# ---- divider_256by128_seq ----
==> divider_256by128_seq/layer_met1.png <==
Drawn at 1 px/um. Supply wires on this layer in grey.
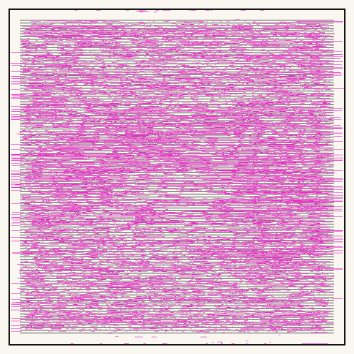

`config.mk`:
```
export PLATFORM = sky130hd
export DESIGN_NAME = divider_256by128_seq
export DESIGN_NICKNAME = d
export VERILOG_FILES = /design/src/rtl/divider_pkg.sv /design/src/rtl/divider_step.sv /design/src/rtl/divider_256by128_seq.sv
export SDC_FILE = /design/constraint.sdc
export NUM_CORES = 2
export LEC_CHECK = 0
export CELL_PAD_IN_SITES_DETAIL_PLACEMENT = 0
export CELL_PAD_IN_SITES_GLOBAL_PLACEMENT = 1
export CORE_MARGIN = 10
export CORE_UTILIZATION = 46
export CTS_BUF_LIST = sky130_fd_sc_hd__clkbuf_4 sky130_fd_sc_hd__clkbuf_8
export DETAILED_ROUTE_END_ITERATION = 8
export HOLD_SLACK_MARGIN = 0.1
export MAX_ROUTING_LAYER = met4
export PLACE_DENSITY_LB_ADDON = 0.1
export RECOVER_POWER = 100
export SLEW_MARGIN = 20
export SYNTH_ARGS = -nofsm -noshare
export SYNTH_HDL_FRONTEND = slang
export SYNTH_HIERARCHICAL = 1
export SYNTH_SLANG_ARGS = --single-unit
```
`constraint.sdc`:
```
create_clock -name iClk -period 6.3 [get_ports iClk]
set_clock_uncertainty 0.05 [all_clocks]
set_input_delay 0.63 -clock iClk [delete_from_list [all_inputs] [get_ports iClk]]
set_output_delay 0.63 -clock iClk [all_outputs]
set_load 0.1 [all_outputs]
```
`src/rtl/divider_pkg.sv`:
```
// -----------------------------------------------------------------------------
// divider_pkg
//   Shared types and sizing for the sequential restoring divider.
//   DIV_WIDTH   : default divisor / quotient / remainder width
//   div_state_e : divider control states
// -----------------------------------------------------------------------------
package divider_pkg;

    localparam int DIV_WIDTH = 128;

    typedef enum logic [1:0] {
        IDLE = 2'd0,
        BUSY = 2'd1,
        DONE = 2'd2
    } div_state_e;

endpackage

```
`src/rtl/divider_step.sv`:
```
// -----------------------------------------------------------------------------
// divider_step
//   One radix-2 restoring division step (combinational).
//   iRem   : partial remainder R (always < divisor on entry)
//   iQMsb  : MSB of the dividend/quotient shift register, shifted into R
//   iDiv   : divisor D
//   oRem   : next partial remainder
//   oQBit  : quotient bit produced by this step
// -----------------------------------------------------------------------------
module divider_step
    import divider_pkg::*;
#(
    parameter int WIDTH = DIV_WIDTH
) (
    input  logic [WIDTH-1:0] iRem,
    input  logic             iQMsb,
    input  logic [WIDTH-1:0] iDiv,
    output logic [WIDTH-1:0] oRem,
    output logic             oQBit
);

    logic [WIDTH:0] trial;

    always_comb begin
        trial = {iRem, iQMsb};
        if (trial >= {1'b0, iDiv}) begin
            // trial - D < D, so the difference always fits WIDTH bits and the
            // modular WIDTH-bit subtraction gives the exact result.
            oRem  = trial[WIDTH-1:0] - iDiv;
            oQBit = 1'b1;
        end else begin
            oRem  = trial[WIDTH-1:0];
            oQBit = 1'b0;
        end
    end

endmodule

```
`src/rtl/divider_256by128_seq.sv`:
```
// -----------------------------------------------------------------------------
// divider_256by128_seq
//   Iterative restoring divider: 2*WIDTH-bit dividend / WIDTH-bit divisor,
//   one quotient bit per enabled clock. Flags divide-by-zero and quotient
//   overflow without iterating.
//   iClk, iRstN       : clock, async active-low reset
//   iEn               : global enable, low freezes everything
//   iClr              : synchronous clear (dominates iEn)
//   iValid/oReady     : operand handshake, iData0 = dividend, iData1 = divisor
//   oValid/iReady     : result handshake
//   oQuot/oRem        : quotient / remainder
//   oDivZero/oOvf     : divisor was zero / quotient does not fit WIDTH bits
//
//   state | meaning
//   IDLE  | waiting for operands, oReady=1
//   BUSY  | iterating, one quotient bit per enabled edge
//   DONE  | result presented until retired; may accept next operands
// -----------------------------------------------------------------------------
module divider_256by128_seq
    import divider_pkg::*;
#(
    parameter int WIDTH = DIV_WIDTH
) (
    input  logic               iClk,
    input  logic               iRstN,
    input  logic               iEn,
    input  logic               iClr,
    input  logic               iValid,
    output logic               oReady,
    input  logic [2*WIDTH-1:0] iData0,
    input  logic [WIDTH-1:0]   iData1,
    output logic               oValid,
    input  logic               iReady,
    output logic [WIDTH-1:0]   oQuot,
    output logic [WIDTH-1:0]   oRem,
    output logic               oDivZero,
    output logic               oOvf
);

    localparam int             CNTW      = $clog2(WIDTH) + 1;
    localparam logic [CNTW-1:0] LAST_ITER = CNTW'(WIDTH - 1);

    div_state_e       state_q, state_d;
    // The partial remainder stays below the divisor, so its (W+1)th bit is
    // always zero and only WIDTH bits are stored.
    logic [WIDTH-1:0] r_q, r_d;
    logic [WIDTH-1:0] q_q, q_d;
    logic [WIDTH-1:0] d_q, d_d;
    logic [CNTW-1:0]  cnt_q, cnt_d;
    logic [WIDTH-1:0] quot_q, quot_d;
    logic [WIDTH-1:0] rem_q, rem_d;
    logic             divzero_q, divzero_d;
    logic             ovf_q, ovf_d;

    logic [WIDTH-1:0] div_hi, div_lo;
    logic [WIDTH-1:0] step_rem;
    logic             step_qbit;
    logic             ready, valid, accept, retire;

    assign div_hi = iData0[2*WIDTH-1:WIDTH];
    assign div_lo = iData0[WIDTH-1:0];

    divider_step #(.WIDTH(WIDTH)) u_step (
        .iRem  (r_q),
        .iQMsb (q_q[WIDTH-1]),
        .iDiv  (d_q),
        .oRem  (step_rem),
        .oQBit (step_qbit)
    );

    always_comb begin
        state_d   = state_q;
        r_d       = r_q;
        q_d       = q_q;
        d_d       = d_q;
        cnt_d     = cnt_q;
        quot_d    = quot_q;
        rem_d     = rem_q;
        divzero_d = divzero_q;
        ovf_d     = ovf_q;

        valid  = (state_q == DONE);
        ready  = (state_q == IDLE) || ((state_q == DONE) && iReady);
        accept = iEn && iValid && ready;
        retire = iEn && valid && iReady;

        case (state_q)
            IDLE: ;
            BUSY: begin
                if (iEn) begin
                    r_d   = step_rem;
                    q_d   = {q_q[WIDTH-2:0], step_qbit};
                    cnt_d = cnt_q + 1'b1;
                    if (cnt_q == LAST_ITER) begin
                        state_d = DONE;
                        quot_d  = {q_q[WIDTH-2:0], step_qbit};
                        rem_d   = step_rem;
                    end
                end
            end
            DONE: begin
                if (retire) begin
                    state_d = IDLE;
                end
            end
            default: state_d = IDLE;
        endcase

        // Accept is only possible in IDLE or DONE; in DONE it overrides the
        // retire-to-IDLE transition for back-to-back operation.
        if (accept) begin
            d_d       = iData1;
            r_d       = div_hi;
            q_d       = div_lo;
            cnt_d     = '0;
            divzero_d = 1'b0;
            ovf_d     = 1'b0;
            if (iData1 == '0) begin
                state_d   = DONE;
                divzero_d = 1'b1;
                quot_d    = '1;
                rem_d     = div_lo;
            end else if (div_hi >= iData1) begin
                state_d = DONE;
                ovf_d   = 1'b1;
                quot_d  = '0;
                rem_d   = '0;
            end else begin
                state_d = BUSY;
            end
        end
    end

    always_ff @(posedge iClk or negedge iRstN) begin
        if (!iRstN) begin
            state_q   <= IDLE;
            r_q       <= '0;
            q_q       <= '0;
            d_q       <= '0;
            cnt_q     <= '0;
            quot_q    <= '0;
            rem_q     <= '0;
            divzero_q <= 1'b0;
            ovf_q     <= 1'b0;
        end else if (iClr) begin
            state_q   <= IDLE;
            r_q       <= '0;
            q_q       <= '0;
            d_q       <= '0;
            cnt_q     <= '0;
            quot_q    <= '0;
            rem_q     <= '0;
            divzero_q <= 1'b0;
            ovf_q     <= 1'b0;
        end else begin
            state_q   <= state_d;
            r_q       <= r_d;
            q_q       <= q_d;
            d_q       <= d_d;
            cnt_q     <= cnt_d;
            quot_q    <= quot_d;
            rem_q     <= rem_d;
            divzero_q <= divzero_d;
            ovf_q     <= ovf_d;
        end
    end

    assign oValid   = valid;
    assign oReady   = ready;
    assign oQuot    = quot_q;
    assign oRem     = rem_q;
    assign oDivZero = divzero_q;
    assign oOvf     = ovf_q;

endmodule

```
# ---- imu_spi_responder ----
[src/rtl/imu_spi_pkg.sv]
// imu_spi_pkg
//   Shared definitions for the IMU SPI responder: FSM state encoding, the
//   position of the read flag in the command byte, and the default register
//   count and identification byte.
package imu_spi_pkg;

  // FSM state encoding
  localparam logic [1:0] ST_IDLE = 2'd0;
  localparam logic [1:0] ST_CMD  = 2'd1;
  localparam logic [1:0] ST_DATA = 2'd2;
  localparam logic [1:0] ST_ERR  = 2'd3;

  // Command byte: bit 7 flags a read, bits [3:0] carry the start index
  localparam int READ_BIT = 7;

  localparam int         NUM_REGS_DEFAULT = 9;
  localparam logic [7:0] IDENT_DEFAULT    = 8'h5A;

  localparam int WORD_BITS = 16;

endpackage

[src/rtl/spi_sync_edge.sv]
// spi_sync_edge
//   Multi-flop synchronizer for one asynchronous SPI line, followed by
//   edge detection in the system clock domain.
// Ports:
//   clock    - system clock
//   reset_n  - asynchronous active-low reset
//   din      - raw asynchronous input
//   level    - synchronized level
//   rise     - one-cycle pulse on a synchronized 0->1 transition
//   fall     - one-cycle pulse on a synchronized 1->0 transition
module spi_sync_edge #(
  parameter int   STAGES    = 2,
  parameter logic RESET_VAL = 1'b0
) (
  input  logic clock,
  input  logic reset_n,
  input  logic din,
  output logic level,
  output logic rise,
  output logic fall
);

  logic [STAGES-1:0] chain_q;
  logic [STAGES-1:0] chain_d;
  logic              prev_q;

  always_comb begin
    chain_d[0] = din;
    for (int i = 1; i < STAGES; i++) begin
      chain_d[i] = chain_q[i-1];
    end
  end

  always_ff @(posedge clock or negedge reset_n) begin
    if (!reset_n) begin
      chain_q <= {STAGES{RESET_VAL}};
      prev_q  <= RESET_VAL;
    end else begin
      chain_q <= chain_d;
      prev_q  <= chain_q[STAGES-1];
    end
  end

  assign level = chain_q[STAGES-1];
  assign rise  = level & ~prev_q;
  assign fall  = ~level & prev_q;

endmodule

[src/rtl/imu_spi_responder.sv]
// imu_spi_responder
//   SPI mode-0 slave serving NUM_REGS 16-bit telemetry words. A frame starts
//   on ss fall (telemetry snapshotted into a shadow bank), the first byte is
//   a command while IDENT is shifted out, then words stream MSB first from the
//   requested index with wrap-around until ss rises.
// Ports:
//   clock, reset_n  - system clock, asynchronous active-low reset
//   regs_in         - parallel telemetry, word k at [16k+15:16k]
//   sck, ss, mosi   - SPI from master (ss active low)
//   miso            - SPI data to master
//   cmd_valid       - pulse when a read command is accepted
//   cmd_index       - start index of the last accepted command
//   frame_done      - pulse at the end of a frame that reached DATA
//   cmd_error       - pulse when a command is rejected
//   busy            - high while a frame is in progress
module imu_spi_responder
  import imu_spi_pkg::*;
#(
  parameter int         NUM_REGS    = NUM_REGS_DEFAULT,
  parameter logic [7:0] IDENT       = IDENT_DEFAULT,
  parameter int         SYNC_STAGES = 2
) (
  input  logic                         clock,
  input  logic                         reset_n,
  input  logic [WORD_BITS*NUM_REGS-1:0] regs_in,
  input  logic                         sck,
  input  logic                         ss,
  input  logic                         mosi,
  output logic                         miso,
  output logic                         cmd_valid,
  output logic [3:0]                   cmd_index,
  output logic                         frame_done,
  output logic                         cmd_error,
  output logic                         busy
);

  // ---------------- synchronizers ----------------
  logic sck_level_unused, sck_rise, sck_fall;
  logic ss_level, ss_rise, ss_fall;

  spi_sync_edge #(.STAGES(SYNC_STAGES), .RESET_VAL(1'b0)) u_sck_sync (
    .clock(clock), .reset_n(reset_n), .din(sck),
    .level(sck_level_unused), .rise(sck_rise), .fall(sck_fall)
  );

  spi_sync_edge #(.STAGES(SYNC_STAGES), .RESET_VAL(1'b1)) u_ss_sync (
    .clock(clock), .reset_n(reset_n), .din(ss),
    .level(ss_level), .rise(ss_rise), .fall(ss_fall)
  );

  // mosi uses the same depth as sck so a sampled bit lines up with its edge
  logic [SYNC_STAGES-1:0] mosi_sync_q, mosi_sync_d;
  logic                   mosi_s;

  always_comb begin
    mosi_sync_d[0] = mosi;
    for (int i = 1; i < SYNC_STAGES; i++) begin
      mosi_sync_d[i] = mosi_sync_q[i-1];
    end
  end
  assign mosi_s = mosi_sync_q[SYNC_STAGES-1];

  // ---------------- arming after reset ----------------
  // The ss synchronizer resets to "high", so if ss is really low when reset
  // releases it produces an artificial fall. Edges are ignored until the
  // chain has flushed, and frames are only accepted once ss has been seen
  // high, so a frame can never be entered while ss is already low.
  localparam logic [3:0] FLUSH_CYCLES = 4'(SYNC_STAGES + 1);

  logic [3:0] flush_q, flush_d;
  logic       armed_q, armed_d;
  logic       settled;

  assign settled = (flush_q == FLUSH_CYCLES);

  always_comb begin
    flush_d = settled ? flush_q : flush_q + 4'd1;
    armed_d = armed_q | (settled & ss_level);
  end

  // ---------------- frame FSM and datapath ----------------
  logic [1:0]                      state_q, state_d;
  logic [WORD_BITS*NUM_REGS-1:0]   shadow_q, shadow_d;
  logic [WORD_BITS-1:0]            tx_q, tx_d;
  logic [6:0]                      rx_q, rx_d;
  logic [3:0]                      bit_cnt_q, bit_cnt_d;
  logic [3:0]                      word_idx_q, word_idx_d;
  logic [3:0]                      cmd_index_q, cmd_index_d;
  logic                            cmd_valid_q, cmd_valid_d;
  logic                            cmd_error_q, cmd_error_d;
  logic                            frame_done_q, frame_done_d;
  logic                            miso_q, miso_d;
  logic                            busy_q, busy_d;

  logic [7:0]           cmd_byte;
  logic [3:0]           cmd_idx;
  logic [2:0]           cmd_rsvd_unused;
  logic [WORD_BITS-1:0] cur_word;

  // Complete command byte as of the 8th sck rise (last bit still on mosi_s)
  assign cmd_byte        = {rx_q, mosi_s};
  assign cmd_idx         = cmd_byte[3:0];
  assign cmd_rsvd_unused = cmd_byte[6:4];
  assign cur_word        = shadow_q[32'(word_idx_q)*WORD_BITS +: WORD_BITS];

  always_comb begin
    state_d      = state_q;
    shadow_d     = shadow_q;
    tx_d         = tx_q;
    rx_d         = rx_q;
    bit_cnt_d    = bit_cnt_q;
    word_idx_d   = word_idx_q;
    cmd_index_d  = cmd_index_q;
    cmd_valid_d  = 1'b0;
    cmd_error_d  = 1'b0;
    frame_done_d = 1'b0;

    if (ss_rise) begin
      // End of frame from any state; partial bytes/words are simply dropped
      frame_done_d = (state_q == ST_DATA);
      state_d      = ST_IDLE;
      bit_cnt_d    = 4'd0;
      tx_d         = '0;
      rx_d         = '0;
    end else if (state_q == ST_IDLE) begin
      if (ss_fall && armed_q) begin
        state_d   = ST_CMD;
        shadow_d  = regs_in;
        tx_d      = {IDENT, 8'h00};
        rx_d      = '0;
        bit_cnt_d = 4'd0;
      end
    end else if (sck_rise) begin
      if (state_q == ST_CMD) begin
        rx_d      = {rx_q[5:0], mosi_s};
        bit_cnt_d = bit_cnt_q + 4'd1;
        if (bit_cnt_q == 4'd7) begin
          bit_cnt_d = 4'd0;
          if (cmd_byte[READ_BIT] && (32'(cmd_idx) < NUM_REGS)) begin
            state_d     = ST_DATA;
            cmd_valid_d = 1'b1;
            cmd_index_d = cmd_idx;
            word_idx_d  = cmd_idx;
          end else begin
            state_d     = ST_ERR;
            cmd_error_d = 1'b1;
          end
        end
      end else if (state_q == ST_DATA) begin
        // 4-bit counter wraps 15 -> 0 at the end of each word
        bit_cnt_d = bit_cnt_q + 4'd1;
        if (bit_cnt_q == 4'd15) begin
          word_idx_d = (word_idx_q == 4'(NUM_REGS - 1)) ? 4'd0 : word_idx_q + 4'd1;
        end
      end
    end else if (sck_fall) begin
      // A fall with the counter at 0 in DATA is the one that precedes the
      // first bit of a word (the 8th command fall, or the 16th of the
      // previous word): load the next word so its MSB is ready for the rise.
      if (state_q == ST_DATA && bit_cnt_q == 4'd0) begin
        tx_d = cur_word;
      end else if (state_q == ST_CMD || state_q == ST_DATA) begin
        tx_d = {tx_q[WORD_BITS-2:0], 1'b0};
      end
    end

    miso_d = ((state_d == ST_CMD) || (state_d == ST_DATA)) & tx_d[WORD_BITS-1];
    busy_d = (state_d != ST_IDLE);
  end

  always_ff @(posedge clock or negedge reset_n) begin
    if (!reset_n) begin
      mosi_sync_q  <= '0;
      flush_q      <= 4'd0;
      armed_q      <= 1'b0;
      state_q      <= ST_IDLE;
      shadow_q     <= '0;
      tx_q         <= '0;
      rx_q         <= '0;
      bit_cnt_q    <= 4'd0;
      word_idx_q   <= 4'd0;
      cmd_index_q  <= 4'd0;
      cmd_valid_q  <= 1'b0;
      cmd_error_q  <= 1'b0;
      frame_done_q <= 1'b0;
      miso_q       <= 1'b0;
      busy_q       <= 1'b0;
    end else begin
      mosi_sync_q  <= mosi_sync_d;
      flush_q      <= flush_d;
      armed_q      <= armed_d;
      state_q      <= state_d;
      shadow_q     <= shadow_d;
      tx_q         <= tx_d;
      rx_q         <= rx_d;
      bit_cnt_q    <= bit_cnt_d;
      word_idx_q   <= word_idx_d;
      cmd_index_q  <= cmd_index_d;
      cmd_valid_q  <= cmd_valid_d;
      cmd_error_q  <= cmd_error_d;
      frame_done_q <= frame_done_d;
      miso_q       <= miso_d;
      busy_q       <= busy_d;
    end
  end

  assign miso       = miso_q;
  assign cmd_valid  = cmd_valid_q;
  assign cmd_index  = cmd_index_q;
  assign frame_done = frame_done_q;
  assign cmd_error  = cmd_error_q;
  assign busy       = busy_q;

endmodule

[config.mk]
export PLATFORM = sky130hd
export DESIGN_NAME = imu_spi_responder
export DESIGN_NICKNAME = d
export VERILOG_FILES = /design/src/rtl/imu_spi_pkg.sv /design/src/rtl/spi_sync_edge.sv /design/src/rtl/imu_spi_responder.sv
export SDC_FILE = /design/constraint.sdc
export NUM_CORES = 1
export LEC_CHECK = 0
export CORE_MARGIN = 3
export CORE_UTILIZATION = 45
export DETAILED_ROUTE_END_ITERATION = 7
export GPL_TIMING_DRIVEN = 0
export PLACE_DENSITY = 0.75
export SYNTH_ARGS = -nofsm -noshare
export SYNTH_HDL_FRONTEND = slang
export SYNTH_SLANG_ARGS = --single-unit
[constraint.sdc]
create_clock -name clock -period 6.15 [get_ports clock]
set_input_delay 1.23 -clock clock [delete_from_list [all_inputs] [get_ports clock]]
set_output_delay 1.23 -clock clock [all_outputs]
set_load 0.005 [all_outputs]
# ---- breakout_game_ctrl ----
$ cat src/rtl/breakout_game_ctrl.sv
// breakout_game_ctrl
//   Game sequencer for Breakout. Holds the brick-alive mask, lives and score,
//   and runs the IDLE/SERVE/PLAY/LOST/OVER/WIN state machine. Every state change
//   happens on the frame tick (i_animate & i_ani_stb). The one exception is
//   i_mode=0, which forces IDLE on any clock.
//
// Ports
//   i_clk, i_rst      clock; synchronous active-high reset
//   i_ani_stb         pixel strobe (enable)
//   i_animate         end-of-frame flag
//   i_mode            game enable; 0 forces IDLE
//   i_btn_lr          paddle buttons; any bit high requests launch
//   i_ball_lost       ball fell below the paddle line
//   i_brick_hit       per-brick overlap flags
//   o_brick_alive     1 = brick drawn and collidable
//   o_ball_run        ball motion enable (PLAY only)
//   o_ball_reset      1-cycle pulse: reload ball to the serve position
//   o_bounce_y        1-cycle pulse: reverse ball vertical direction
//   o_lives, o_score  lives remaining, saturating score
//   o_endgame, o_win  high in OVER/WIN, and in WIN only
//
// Configuration macro: BRICK_MULTI_HIT_EN
//   Defined:   every live brick hit on a tick clears, and each one scores.
//   Undefined: only the lowest-index live brick clears. The other hit bricks
//              stay alive and are evaluated again on the next tick.

module breakout_game_ctrl #(
  parameter int N_BRICKS      = 18,
  parameter int LIVES         = 3,
  parameter int SERVE_FRAMES  = 60,
  parameter int PTS_PER_BRICK = 1,
  parameter int SCORE_W       = 9
) (
  input  logic                i_clk,
  input  logic                i_rst,
  input  logic                i_ani_stb,
  input  logic                i_animate,
  input  logic                i_mode,
  input  logic [1:0]          i_btn_lr,
  input  logic                i_ball_lost,
  input  logic [N_BRICKS-1:0] i_brick_hit,
  output logic [N_BRICKS-1:0] o_brick_alive,
  output logic                o_ball_run,
  output logic                o_ball_reset,
  output logic                o_bounce_y,
  output logic [1:0]          o_lives,
  output logic [SCORE_W-1:0]  o_score,
  output logic                o_endgame,
  output logic                o_win
);

  localparam int CNT_W = (SERVE_FRAMES > 1) ? $clog2(SERVE_FRAMES) : 1;
  localparam int HCW   = $clog2(N_BRICKS + 1);
  localparam logic [CNT_W-1:0]   CNT_LAST  = CNT_W'(SERVE_FRAMES - 1);
  localparam logic [1:0]         LIVES_INI = 2'(LIVES);
  localparam logic [SCORE_W-1:0] SCORE_MAX = '1;

  typedef enum logic [2:0] {
    S_IDLE, S_SERVE, S_PLAY, S_LOST, S_OVER, S_WIN
  } state_t;

  state_t              state_q, state_d;
  logic [N_BRICKS-1:0] alive_q, alive_d;
  logic [1:0]          lives_q, lives_d;
  logic [SCORE_W-1:0]  score_q, score_d;
  logic [CNT_W-1:0]    cnt_q, cnt_d;
  logic                ball_reset_q, ball_reset_d;
  logic                bounce_q, bounce_d;

  logic                tick;
  logic [N_BRICKS-1:0] hit;
  logic [N_BRICKS-1:0] clr;
  logic [HCW-1:0]      n_clr;

  // Score plus n bricks worth of points. The sum is widened before the
  // compare so a large PTS_PER_BRICK cannot wrap back below SCORE_MAX.
  function automatic logic [SCORE_W-1:0] sat_add(input logic [SCORE_W-1:0] a,
                                                 input logic [HCW-1:0]     n);
    logic [63:0] sum;
    sum = 64'(a) + 64'(n) * 64'(PTS_PER_BRICK);
    if (sum > 64'(SCORE_MAX)) return SCORE_MAX;
    return sum[SCORE_W-1:0];
  endfunction

`ifdef BRICK_MULTI_HIT_EN
  function automatic logic [HCW-1:0] popcount(input logic [N_BRICKS-1:0] v);
    logic [HCW-1:0] c;
    c = '0;
    for (int i = 0; i < N_BRICKS; i++) c = c + HCW'(v[i]);
    return c;
  endfunction
`endif

  always_comb begin
    tick = i_animate & i_ani_stb;
    hit  = i_brick_hit & alive_q;
`ifdef BRICK_MULTI_HIT_EN
    clr   = hit;
    n_clr = popcount(hit);
`else
    // Two's-complement trick: isolates the lowest set bit of hit.
    clr   = hit & (~hit + N_BRICKS'(1));
    n_clr = HCW'(1);
`endif

    state_d      = state_q;
    alive_d      = alive_q;
    lives_d      = lives_q;
    score_d      = score_q;
    cnt_d        = cnt_q;
    ball_reset_d = 1'b0;
    bounce_d     = 1'b0;

    if (!i_mode) begin
      state_d = S_IDLE;
      alive_d = '1;
      lives_d = LIVES_INI;
      score_d = '0;
      cnt_d   = '0;
    end else begin
      case (state_q)
        S_IDLE: begin
          alive_d = '1;
          lives_d = LIVES_INI;
          score_d = '0;
          cnt_d   = '0;
          if (tick) begin
            state_d      = S_SERVE;
            ball_reset_d = 1'b1;
          end
        end
        S_SERVE: begin
          if (tick) begin
            if ((|i_btn_lr) || (cnt_q == CNT_LAST)) begin
              state_d = S_PLAY;
              cnt_d   = '0;
            end else begin
              cnt_d = cnt_q + CNT_W'(1);
            end
          end
        end
        S_PLAY: begin
          if (tick) begin
            // A lost ball takes priority and masks any brick hits on the same tick.
            if (i_ball_lost) begin
              if (lives_q != 2'd0) lives_d = lives_q - 2'd1;
              state_d = (lives_q <= 2'd1) ? S_OVER : S_LOST;
            end else if (|hit) begin
              alive_d  = alive_q & ~clr;
              score_d  = sat_add(score_q, n_clr);
              bounce_d = 1'b1;
              if ((alive_q & ~clr) == '0) state_d = S_WIN;
            end
          end
        end
        S_LOST: begin
          if (tick) begin
            state_d      = S_SERVE;
            cnt_d        = '0;
            ball_reset_d = 1'b1;
          end
        end
        S_OVER, S_WIN: ;
        default: state_d = S_IDLE;
      endcase
    end
  end

  always_ff @(posedge i_clk) begin
    if (i_rst) begin
      state_q      <= S_IDLE;
      alive_q      <= '1;
      lives_q      <= LIVES_INI;
      score_q      <= '0;
      cnt_q        <= '0;
      ball_reset_q <= 1'b0;
      bounce_q     <= 1'b0;
    end else begin
      state_q      <= state_d;
      alive_q      <= alive_d;
      lives_q      <= lives_d;
      score_q      <= score_d;
      cnt_q        <= cnt_d;
      ball_reset_q <= ball_reset_d;
      bounce_q     <= bounce_d;
    end
  end

  assign o_brick_alive = alive_q;
  assign o_ball_run    = (state_q == S_PLAY);
  assign o_ball_reset  = ball_reset_q;
  assign o_bounce_y    = bounce_q;
  assign o_lives       = lives_q;
  assign o_score       = score_q;
  assign o_endgame     = (state_q == S_OVER) || (state_q == S_WIN);
  assign o_win         = (state_q == S_WIN);

endmodule

$ cat config.mk
export PLATFORM = sky130hd
export DESIGN_NAME = breakout_game_ctrl
export DESIGN_NICKNAME = d
export VERILOG_FILES = /design/src/rtl/breakout_game_ctrl.sv
export SDC_FILE = /design/constraint.sdc
export NUM_CORES = 1
export LEC_CHECK = 0
export ABC_CLOCK_PERIOD_IN_PS = 7500
export CAP_MARGIN = 40
export CORE_MARGIN = 3
export CORE_UTILIZATION = 50
export CTS_BUF_LIST = sky130_fd_sc_hd__clkbuf_8 sky130_fd_sc_hd__clkbuf_16
export DETAILED_ROUTE_END_ITERATION = 16
export PLACE_DENSITY_LB_ADDON = 0.15
export SLEW_MARGIN = 15
export SYNTH_ARGS = -nofsm -noshare
export SYNTH_HDL_FRONTEND = slang
export SYNTH_SLANG_ARGS = --single-unit
$ cat constraint.sdc
create_clock -name i_clk -period 7.5 [get_ports i_clk]
set_input_delay 1.5 -clock i_clk [delete_from_list [all_inputs] [get_ports i_clk]]
set_output_delay 1.5 -clock i_clk [all_outputs]
set_load 0.02 [all_outputs]
# ---- neuron_layer_eval ----
`config.mk`:
```
export PLATFORM = sky130hd
export DESIGN_NAME = neuron_layer_eval
export DESIGN_NICKNAME = d
export VERILOG_FILES = /design/src/rtl/neuron_layer_eval.sv
export SDC_FILE = /design/constraint.sdc
export NUM_CORES = 1
export LEC_CHECK = 0
export CORE_ASPECT_RATIO = 0.9
export CORE_MARGIN = 2
export CORE_UTILIZATION = 34
export CTS_BUF_LIST = sky130_fd_sc_hd__clkbuf_8
export CTS_CLUSTER_DIAMETER = 200
export CTS_CLUSTER_SIZE = 28
export DETAILED_ROUTE_END_ITERATION = 10
export GPL_ROUTABILITY_DRIVEN = 0
export PLACE_DENSITY = 0.74
export REMOVE_ABC_BUFFERS = 1
export SETUP_SLACK_MARGIN = 0.02
export SKIP_LAST_GASP = 1
export SLEW_MARGIN = 20
export SYNTH_ARGS = -nofsm -noshare
export SYNTH_HDL_FRONTEND = slang
export SYNTH_SLANG_ARGS = --single-unit
export TNS_END_PERCENT = 5
```
`constraint.sdc`:
```
create_clock -name clk -period 11.2 [get_ports clk]
set_clock_uncertainty 0.1 [all_clocks]
set_input_delay 1.12 -clock clk [delete_from_list [all_inputs] [get_ports clk]]
set_output_delay 1.12 -clock clk [all_outputs]
set_load 0.01 [all_outputs]
```
`src/rtl/neuron_layer_eval.sv`:
```
// Sequential evaluator for a 4-neuron threshold layer. One shared adder
// accumulates bias plus gated weights, one accumulate per cycle.
module neuron_layer_eval #(
  parameter int DATA_W = 8,
  parameter int ACC_W  = 11
) (
  input  logic                   clk,
  input  logic                   reset,
  input  logic [24*DATA_W-1:0]   params_flat,
  input  logic                   in_valid,
  output logic                   in_ready,
  input  logic [3:0]             x_in,
  output logic                   out_valid,
  input  logic                   out_ready,
  output logic [3:0]             y_out,
  output logic                   busy
);

  typedef enum logic [2:0] {
    ST_IDLE   = 3'd0,
    ST_BIAS   = 3'd1,
    ST_WEIGHT = 3'd2,
    ST_CMP    = 3'd3,
    ST_DONE   = 3'd4
  } state_e;

  localparam logic [2:0] FIELD_BIAS = 3'd4;
  localparam logic [2:0] FIELD_TH   = 3'd5;

  function automatic logic [ACC_W-1:0] sext(input logic [DATA_W-1:0] v);
    return {{(ACC_W-DATA_W){v[DATA_W-1]}}, v};
  endfunction

  state_e             state_q,     state_d;
  logic [ACC_W-1:0]   acc_q,       acc_d;
  logic [1:0]         neuron_q,    neuron_d;
  logic [1:0]         step_q,      step_d;
  logic [3:0]         x_q,         x_d;
  logic [3:0]         y_q,         y_d;
  logic               out_valid_q, out_valid_d;
  logic               busy_q,      busy_d;
  logic               in_ready_q,  in_ready_d;

  logic [DATA_W-1:0]  param_bytes_s [24];
  logic [2:0]         field_s;
  logic [4:0]         byte_idx_s;
  logic [DATA_W-1:0]  sel_byte_s;
  logic [ACC_W-1:0]   operand_s;
  logic [ACC_W-1:0]   acc_base_s;
  logic [ACC_W-1:0]   addend_s;
  logic [ACC_W-1:0]   acc_sum_s;
  logic               ge_s;

  genvar gk;
  generate
    for (gk = 0; gk < 24; gk++) begin : g_unpack
      assign param_bytes_s[gk] = params_flat[gk*DATA_W +: DATA_W];
    end
  endgenerate

  // Pick the parameter field the current state consumes.
  always_comb begin
    field_s = 3'd0;
    case (state_q)
      ST_BIAS:   field_s = FIELD_BIAS;
      ST_WEIGHT: field_s = {1'b0, step_q};
      ST_CMP:    field_s = FIELD_TH;
      default:   field_s = 3'd0;
    endcase
  end

  // Byte index 6*n + f, built as 4n + 2n + f.
  assign byte_idx_s = {1'b0, neuron_q, 2'b00} + {2'b00, neuron_q, 1'b0} + {2'b00, field_s};
  assign sel_byte_s = param_bytes_s[byte_idx_s];
  assign operand_s  = sext(sel_byte_s);

  // Shared adder operands: BIAS loads b_n via a zero base, WEIGHT adds the gated weight.
  always_comb begin
    acc_base_s = acc_q;
    addend_s   = {ACC_W{1'b0}};
    case (state_q)
      ST_BIAS: begin
        acc_base_s = {ACC_W{1'b0}};
        addend_s   = operand_s;
      end
      ST_WEIGHT: begin
        if (x_q[step_q]) begin
          addend_s = operand_s;
        end else begin
          addend_s = {ACC_W{1'b0}};
        end
      end
      default: begin
        acc_base_s = acc_q;
        addend_s   = {ACC_W{1'b0}};
      end
    endcase
  end

  assign acc_sum_s = acc_base_s + addend_s;
  assign ge_s      = ($signed(acc_q) >= $signed(operand_s));

  // Next-state and registered-output logic for the evaluation sequence.
  always_comb begin
    state_d     = state_q;
    acc_d       = acc_q;
    neuron_d    = neuron_q;
    step_d      = step_q;
    x_d         = x_q;
    y_d         = y_q;
    out_valid_d = out_valid_q;
    busy_d      = busy_q;
    in_ready_d  = in_ready_q;
    case (state_q)
      ST_IDLE: begin
        if (in_valid && in_ready_q) begin
          x_d        = x_in;
          y_d        = 4'b0000;
          neuron_d   = 2'd0;
          busy_d     = 1'b1;
          in_ready_d = 1'b0;
          state_d    = ST_BIAS;
        end else begin
          state_d = ST_IDLE;
        end
      end
      ST_BIAS: begin
        acc_d   = acc_sum_s;
        step_d  = 2'd0;
        state_d = ST_WEIGHT;
      end
      ST_WEIGHT: begin
        acc_d = acc_sum_s;
        if (step_q == 2'd3) begin
          state_d = ST_CMP;
        end else begin
          step_d = step_q + 2'd1;
        end
      end
      ST_CMP: begin
        y_d[neuron_q] = ge_s;
        if (neuron_q == 2'd3) begin
          out_valid_d = 1'b1;
          busy_d      = 1'b0;
          state_d     = ST_DONE;
        end else begin
          neuron_d = neuron_q + 2'd1;
          state_d  = ST_BIAS;
        end
      end
      ST_DONE: begin
        // in_valid is ignored here; the earliest new accept is the cycle after the handshake.
        if (out_ready) begin
          out_valid_d = 1'b0;
          in_ready_d  = 1'b1;
          state_d     = ST_IDLE;
        end else begin
          state_d = ST_DONE;
        end
      end
      default: begin
        state_d     = ST_IDLE;
        acc_d       = {ACC_W{1'b0}};
        neuron_d    = 2'd0;
        step_d      = 2'd0;
        out_valid_d = 1'b0;
        busy_d      = 1'b0;
        in_ready_d  = 1'b1;
      end
    endcase
  end

  // State and datapath registers with synchronous reset.
  always_ff @(posedge clk) begin
    if (reset) begin
      state_q     <= ST_IDLE;
      acc_q       <= {ACC_W{1'b0}};
      neuron_q    <= 2'd0;
      step_q      <= 2'd0;
      x_q         <= 4'b0000;
      y_q         <= 4'b0000;
      out_valid_q <= 1'b0;
      busy_q      <= 1'b0;
      in_ready_q  <= 1'b1;
    end else begin
      state_q     <= state_d;
      acc_q       <= acc_d;
      neuron_q    <= neuron_d;
      step_q      <= step_d;
      x_q         <= x_d;
      y_q         <= y_d;
      out_valid_q <= out_valid_d;
      busy_q      <= busy_d;
      in_ready_q  <= in_ready_d;
    end
  end

  assign in_ready  = in_ready_q;
  assign out_valid = out_valid_q;
  assign y_out     = y_q;
  assign busy      = busy_q;

endmodule

```
==> neuron_layer_eval/logic_types.png <==
Drawn at 4 px/um.
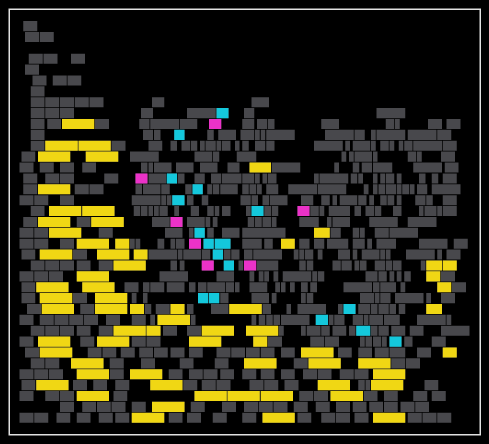
Key: xor and xnor cells = magenta [cells 7, most used xnor2_1, where middle]; non-inverting ao/oa cells = cyan [cells 17, most used a21o_1]; mux cells = yellow [cells 67, most used mux4_2]
fin cells: 762
most instantiated logic cell after routing: clkdlybuf4s50_1
Comb area share: 0.512

==> neuron_layer_eval/layer_met1.png <==
Drawn at 3 px/um. Supply wires on this layer in grey.
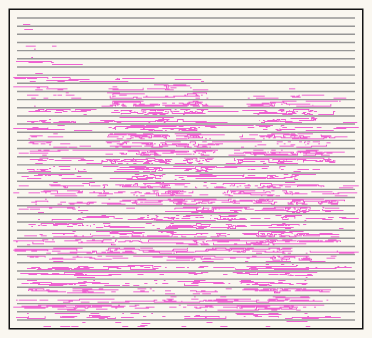
The wires run mostly horizontal. The layer carries 5,630 um of wire.
DRT Wirelength: 14,300 um
met1 Resource Use GR: 0.264
Vias: 4,242

==> job_summary.md, neuron_layer_eval <==
## Implementation flow summary

| Metric | Value |
|---|---|
| Clk cell area share | `0.0188` |
| HP Start | `y_out[3]` |
| Clock Tree Root | `clkbuf_8` |
| Post-Route M1 WL | `around 5600 um` |
| Fillers | `998` |
| M3 GR Usage | `0.0435` |
| Status | `completed` |
| Post-CTS setup buffer count | `0` |
| Worst R2R Setup Slack | `roughly 5.3 ns` |
| Post-Route Setup TNS | `0 ns` |
| Main area contributors | `mux4_2, dfxtp_1, ha_1, nor2_1, nand2_1` |
| Vias per std cell | `5.57` |
| Final min period | `about 5.9 ns` |
| Largest net degree at the start of global routing | `54` |
| Main logic family | `multiplexers` |
| Hold Path Stages | `2` |
| CP startpoint kind | `flip-flop` |
| Worst Hold Class | `reg2reg` |
| Post_cts resized | `0` |
| Wire length on met2 | `between 7000 and 8000 um` |
| Clk pwr | `about 120 uW` |
| Synth Instances | `between 400 and 500` |
| Gate Area | `about 3200 sq um` |
-- neuron_layer_eval: stage by stage --
step | power [uW] | area, sq um | utilization | cells | setup WS, ns
floorplan | 419 | 3800 | - | 389 | 5.43
global placement | 552 | 6080 | 0.536 | 753 | 5.59
detailed placement | 563 | 6080 | 0.536 | 753 | 5.40
CTS | 680 | 6190 | 0.546 | 761 | 5.39
global route | 728 | 6190 | 0.546 | 762 | 5.11
finish | 682 | 6190 | 0.546 | 762 | 5.34
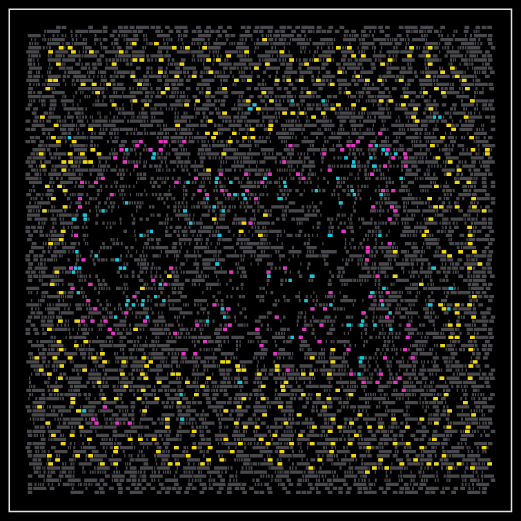
(divider_256by128_seq/logic_types.png)
Drawn at 1.5 px/um.
Key: xor and xnor cells = magenta [cells 126, most used xnor2_1]; non-inverting ao/oa cells = cyan [cells 101, most used a21o_1]; mux cells = yellow [cells 385, most used mux2i_1, where spread over the die]
most instantiated logic cell after routing: nand2_1
fin cells: 7,568
Comb area share: 0.472

About divider_256by128_seq/layer_met1.png:
The longest straight run is 95.7 um. The wires run mostly horizontal. 6,361 nets have wire on it.
met1 Resource Use GR: 0.393
DRT Wirelength: 186,000 um
Vias: 44,078

==> job_summary.md, divider_256by128_seq <==
## Implementation flow summary

| Metric | Value |
|---|---|
| Count of cell types in the netlist | `89` |
| Most frequent cells in the layout | `nand2_1, dfrtp_1, a21oi_1` |
| Max-slew violations | `approximately 920` |
| R2r startpoint | `r_q[34]` |
| I/O Buffers | `approximately 650` |
| Clk network pwr share | `0.164` |
| Chip height | `~330 um` |
| Total grt overflow | `0` |
| Clock slew at reported path FFs | `0.07 ns` |
| Status | `finished with violations` |
| Switching Share | `0.526` |
| Pwr Total | `29,000 uW` |
| Seq pwr share | `0.173` |
| Failing checks | `max-capacitance violations, max-slew violations` |
| ANT cells | `38` |
| Max Cap Viol | `15` |
| First-pass GRT wire length | `277,000 um` |
| CP startpoint kind | `flip-flop` |
| M3 GR Usage | `0.0582` |
[divider_256by128_seq: synthesized netlist by cell type (138+ instances only)]
cell type / number / area, sq um
nor2_1: 253 / 950
nor3_1: 162 / 811
mux2i_1: 382 / 3820
nand3_1: 170 / 851
ha_1: 257 / 3220
o31ai_1: 138 / 1040
nand2_1: 1205 / 4520
o21ai_0: 491 / 2460
inv_1: 306 / 1150
a21oi_1: 518 / 2590
clkbuf_1: 268 / 1010
dfrtp_1: 652 / 16300
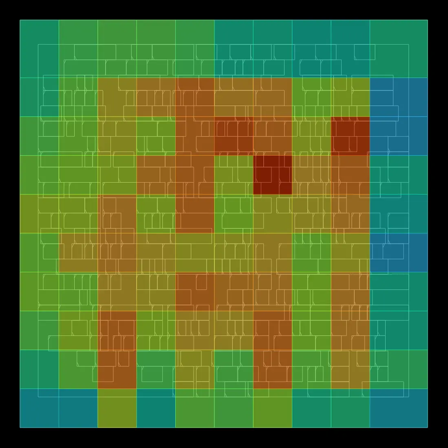
(breakout_game_ctrl/congestion.png)
Total GRT Usage: 0.220
M2 GR Usage: 0.369
met1 Resource Use GR: 0.280

==> breakout_game_ctrl/layer_met1.png <==
Drawn at 4 px/um. Supply wires on this layer in grey.
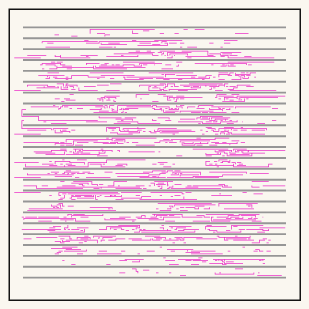
The layer holds 45% of the routed length. The layer carries 2,520 um of wire. The longest straight run is 22.1 um.
DRT Wirelength: 5540 um
Vias: 2,307

==> job_summary.md, breakout_game_ctrl <==
## Implementation flow summary

| Metric | Value |
|---|---|
| DPL Wire Length | `4100 um` |
| Post-Route Setup TNS | `0 ns` |
| Setup crit end | `o_score[4]` |
| CTS tree | `yes` |
| Gate Area | `1310 sq um` |
| Status | `completed` |
| Max-slew headroom | `0.512` |
| Number of CTS-inserted buffers | `5` |
| Gr busiest metal | `met2` |
| Hold Vio Cnt, Final | `0` |
| DRT antenna net count | `0` |
| Final min period | `4.20 ns` |
| Die width | `approximately 72 um` |
| Fin area | `around 3000 sq um` |
| Fin nets | `about 380` |
| I/O Buffers | `between 50 and 60` |
| Flops | `40` |
| Synth Cell Area | `~2200 sq um` |
| Area Growth Syn to Fin | `33.3%` |
| Worst R2R Setup Slack | `4.61 ns` |
| Clock skew | `between 0.006 and 0.007 ns` |
| H-tree levels | `2` |
| Clock Tree Root | `clkbuf_8` |
| Largest net degree at the start of global routing | `16` |
| CP Max Fanout | `15` |
| Critical path required time | `between 7 and 8 ns` |
| Most frequent cells in the layout | `clkdlybuf4s50_1, nand2_1, dfxtp_1` |
| Comb gates | `approximately 220` |
| Hold Slack | `approximately 0.50 ns` |
==> breakout_game_ctrl: registers in the layout, summed over array words and instances (netlist names) <==
| signal | count |
|---|---|
| o_ball_reset | 1 |
| o_bounce_y | 1 |
| state_q | 3 |
| o_lives | 2 |
| o_score | 9 |
| o_brick_alive | 18 |
| cnt_q | 6 |
==> breakout_game_ctrl: worst max-delay path, stage by stage <==
cell             delay (ns)
clkdlybuf4s50_1        0.44
a222oi_1               0.64
nand4_1                0.37
o31a_1                 0.39
o21ai_1                0.44
buf_4                  0.30
a21oi_1                0.06
o221a_2                0.25
==> imu_spi_responder/congestion.png <==
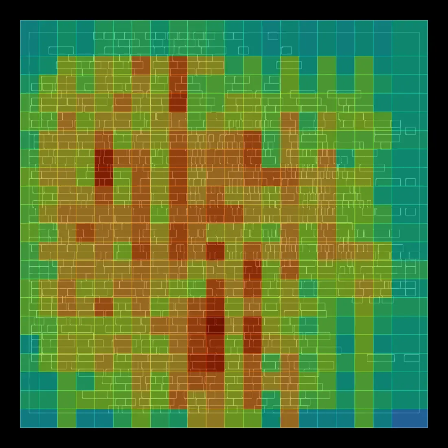
wire length per cell: 20.4 um
met1 Resource Use GR: 0.284
M2 GR Usage: 0.324
M3 GR Usage: 0.0509

==> job_summary.md, imu_spi_responder <==
## Implementation flow summary

| Metric | Value |
|---|---|
| Combinational power share | `0.308` |
| Status | `completed` |
| Clock slew at reported path FFs | `around 0.070 ns` |
| Top cell type's share of synthesized area | `0.517` |
| Most flops, register | `shadow_q` |
| Hold Vio Cnt, Final | `0` |
| Number of buffers and inverters on the critical path | `6` |
| Hold Crit Endpoint | `mosi_sync_q[1]` |
| Vias per std cell | `roughly 5.5` |
| Post_cts resized | `0` |
| CP Max Fanout | `10` |
| DRT antenna net count | `0` |
| I/O Buffers | `157` |
| FF/Latch Area | `approximately 5000 sq um` |
| Seq power | `approximately 2100 uW` |
| Crit path launch | `state_q[0]` |
| I/O pins | `about 160` |
| Total GRT Usage | `0.205` |
| DRT Wirelength | `22,700 um` |
| Clk network pwr share | `0.239` |
| Crit-path cells | `inv_1 -> ha_1 -> inv_2 -> or3_1 -> buf_2 -> buf_6 -> buf_6 -> a31oi_1 -> ha_1 -> inv_1 -> a31oi_1` |
| Buffers excl. clock | `approximately 200` |
| Clock sinks | `between 150 and 200` |
| Initial antenna violation count | `2` |
[imu_spi_responder: per-stage QoR]
stage,TNS (ns),area [sq um]
detailed placement,0,11400
finish,0,12000
global placement,-904.02,11400
floorplan,0,9500
CTS,0,12000
global route,0,12000
[imu_spi_responder: cell families after synthesis]
| logic type | synth area share |
|---|---|
| buf+inv | 0.0365 |
| mux | 0.309 |
| simple gates | 0.0572 |
| xor+xnor | 0.00185 |
| fa+ha+maj | 0.0119 |
| compound gates | 0.0588 |
| flops | 0.525 |


==> screenshots <==
Signal wires by layer.
shot_01.png
Drawn at 3 px/um. Only two layers are drawn.
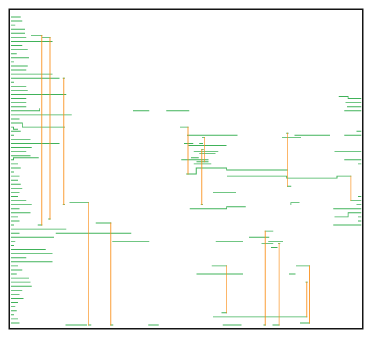
shot_02.png
Drawn at 4 px/um. Only two layers are drawn.
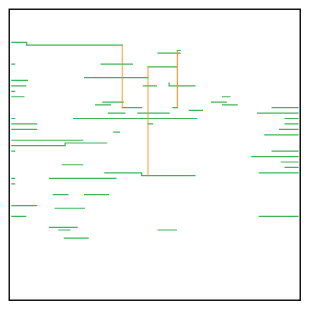
shot_03.png
Drawn at 2 px/um. Only two layers are drawn.
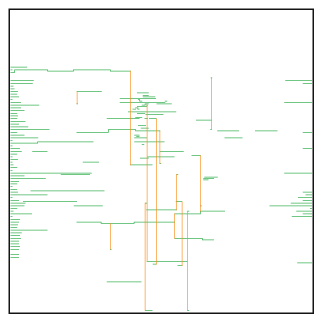
shot_04.png
Drawn at 1 px/um. Only two layers are drawn.
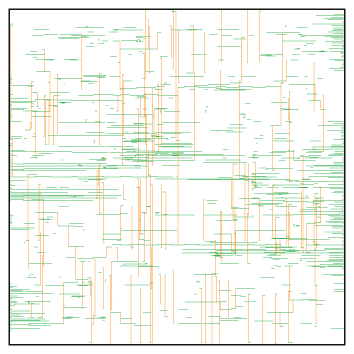
- shot_03.png = imu_spi_responder
- shot_04.png = divider_256by128_seq
- shot_01.png = neuron_layer_eval
- shot_02.png = breakout_game_ctrl
Of these, largest die: shot_04.png

Key to shot_02.png:
Key: metal 3 = green [wire length 389 um]; metal 4 = orange [wire length 57.1 um]

Power figures rest on the tool's default switching activity, not on a simulated workload.
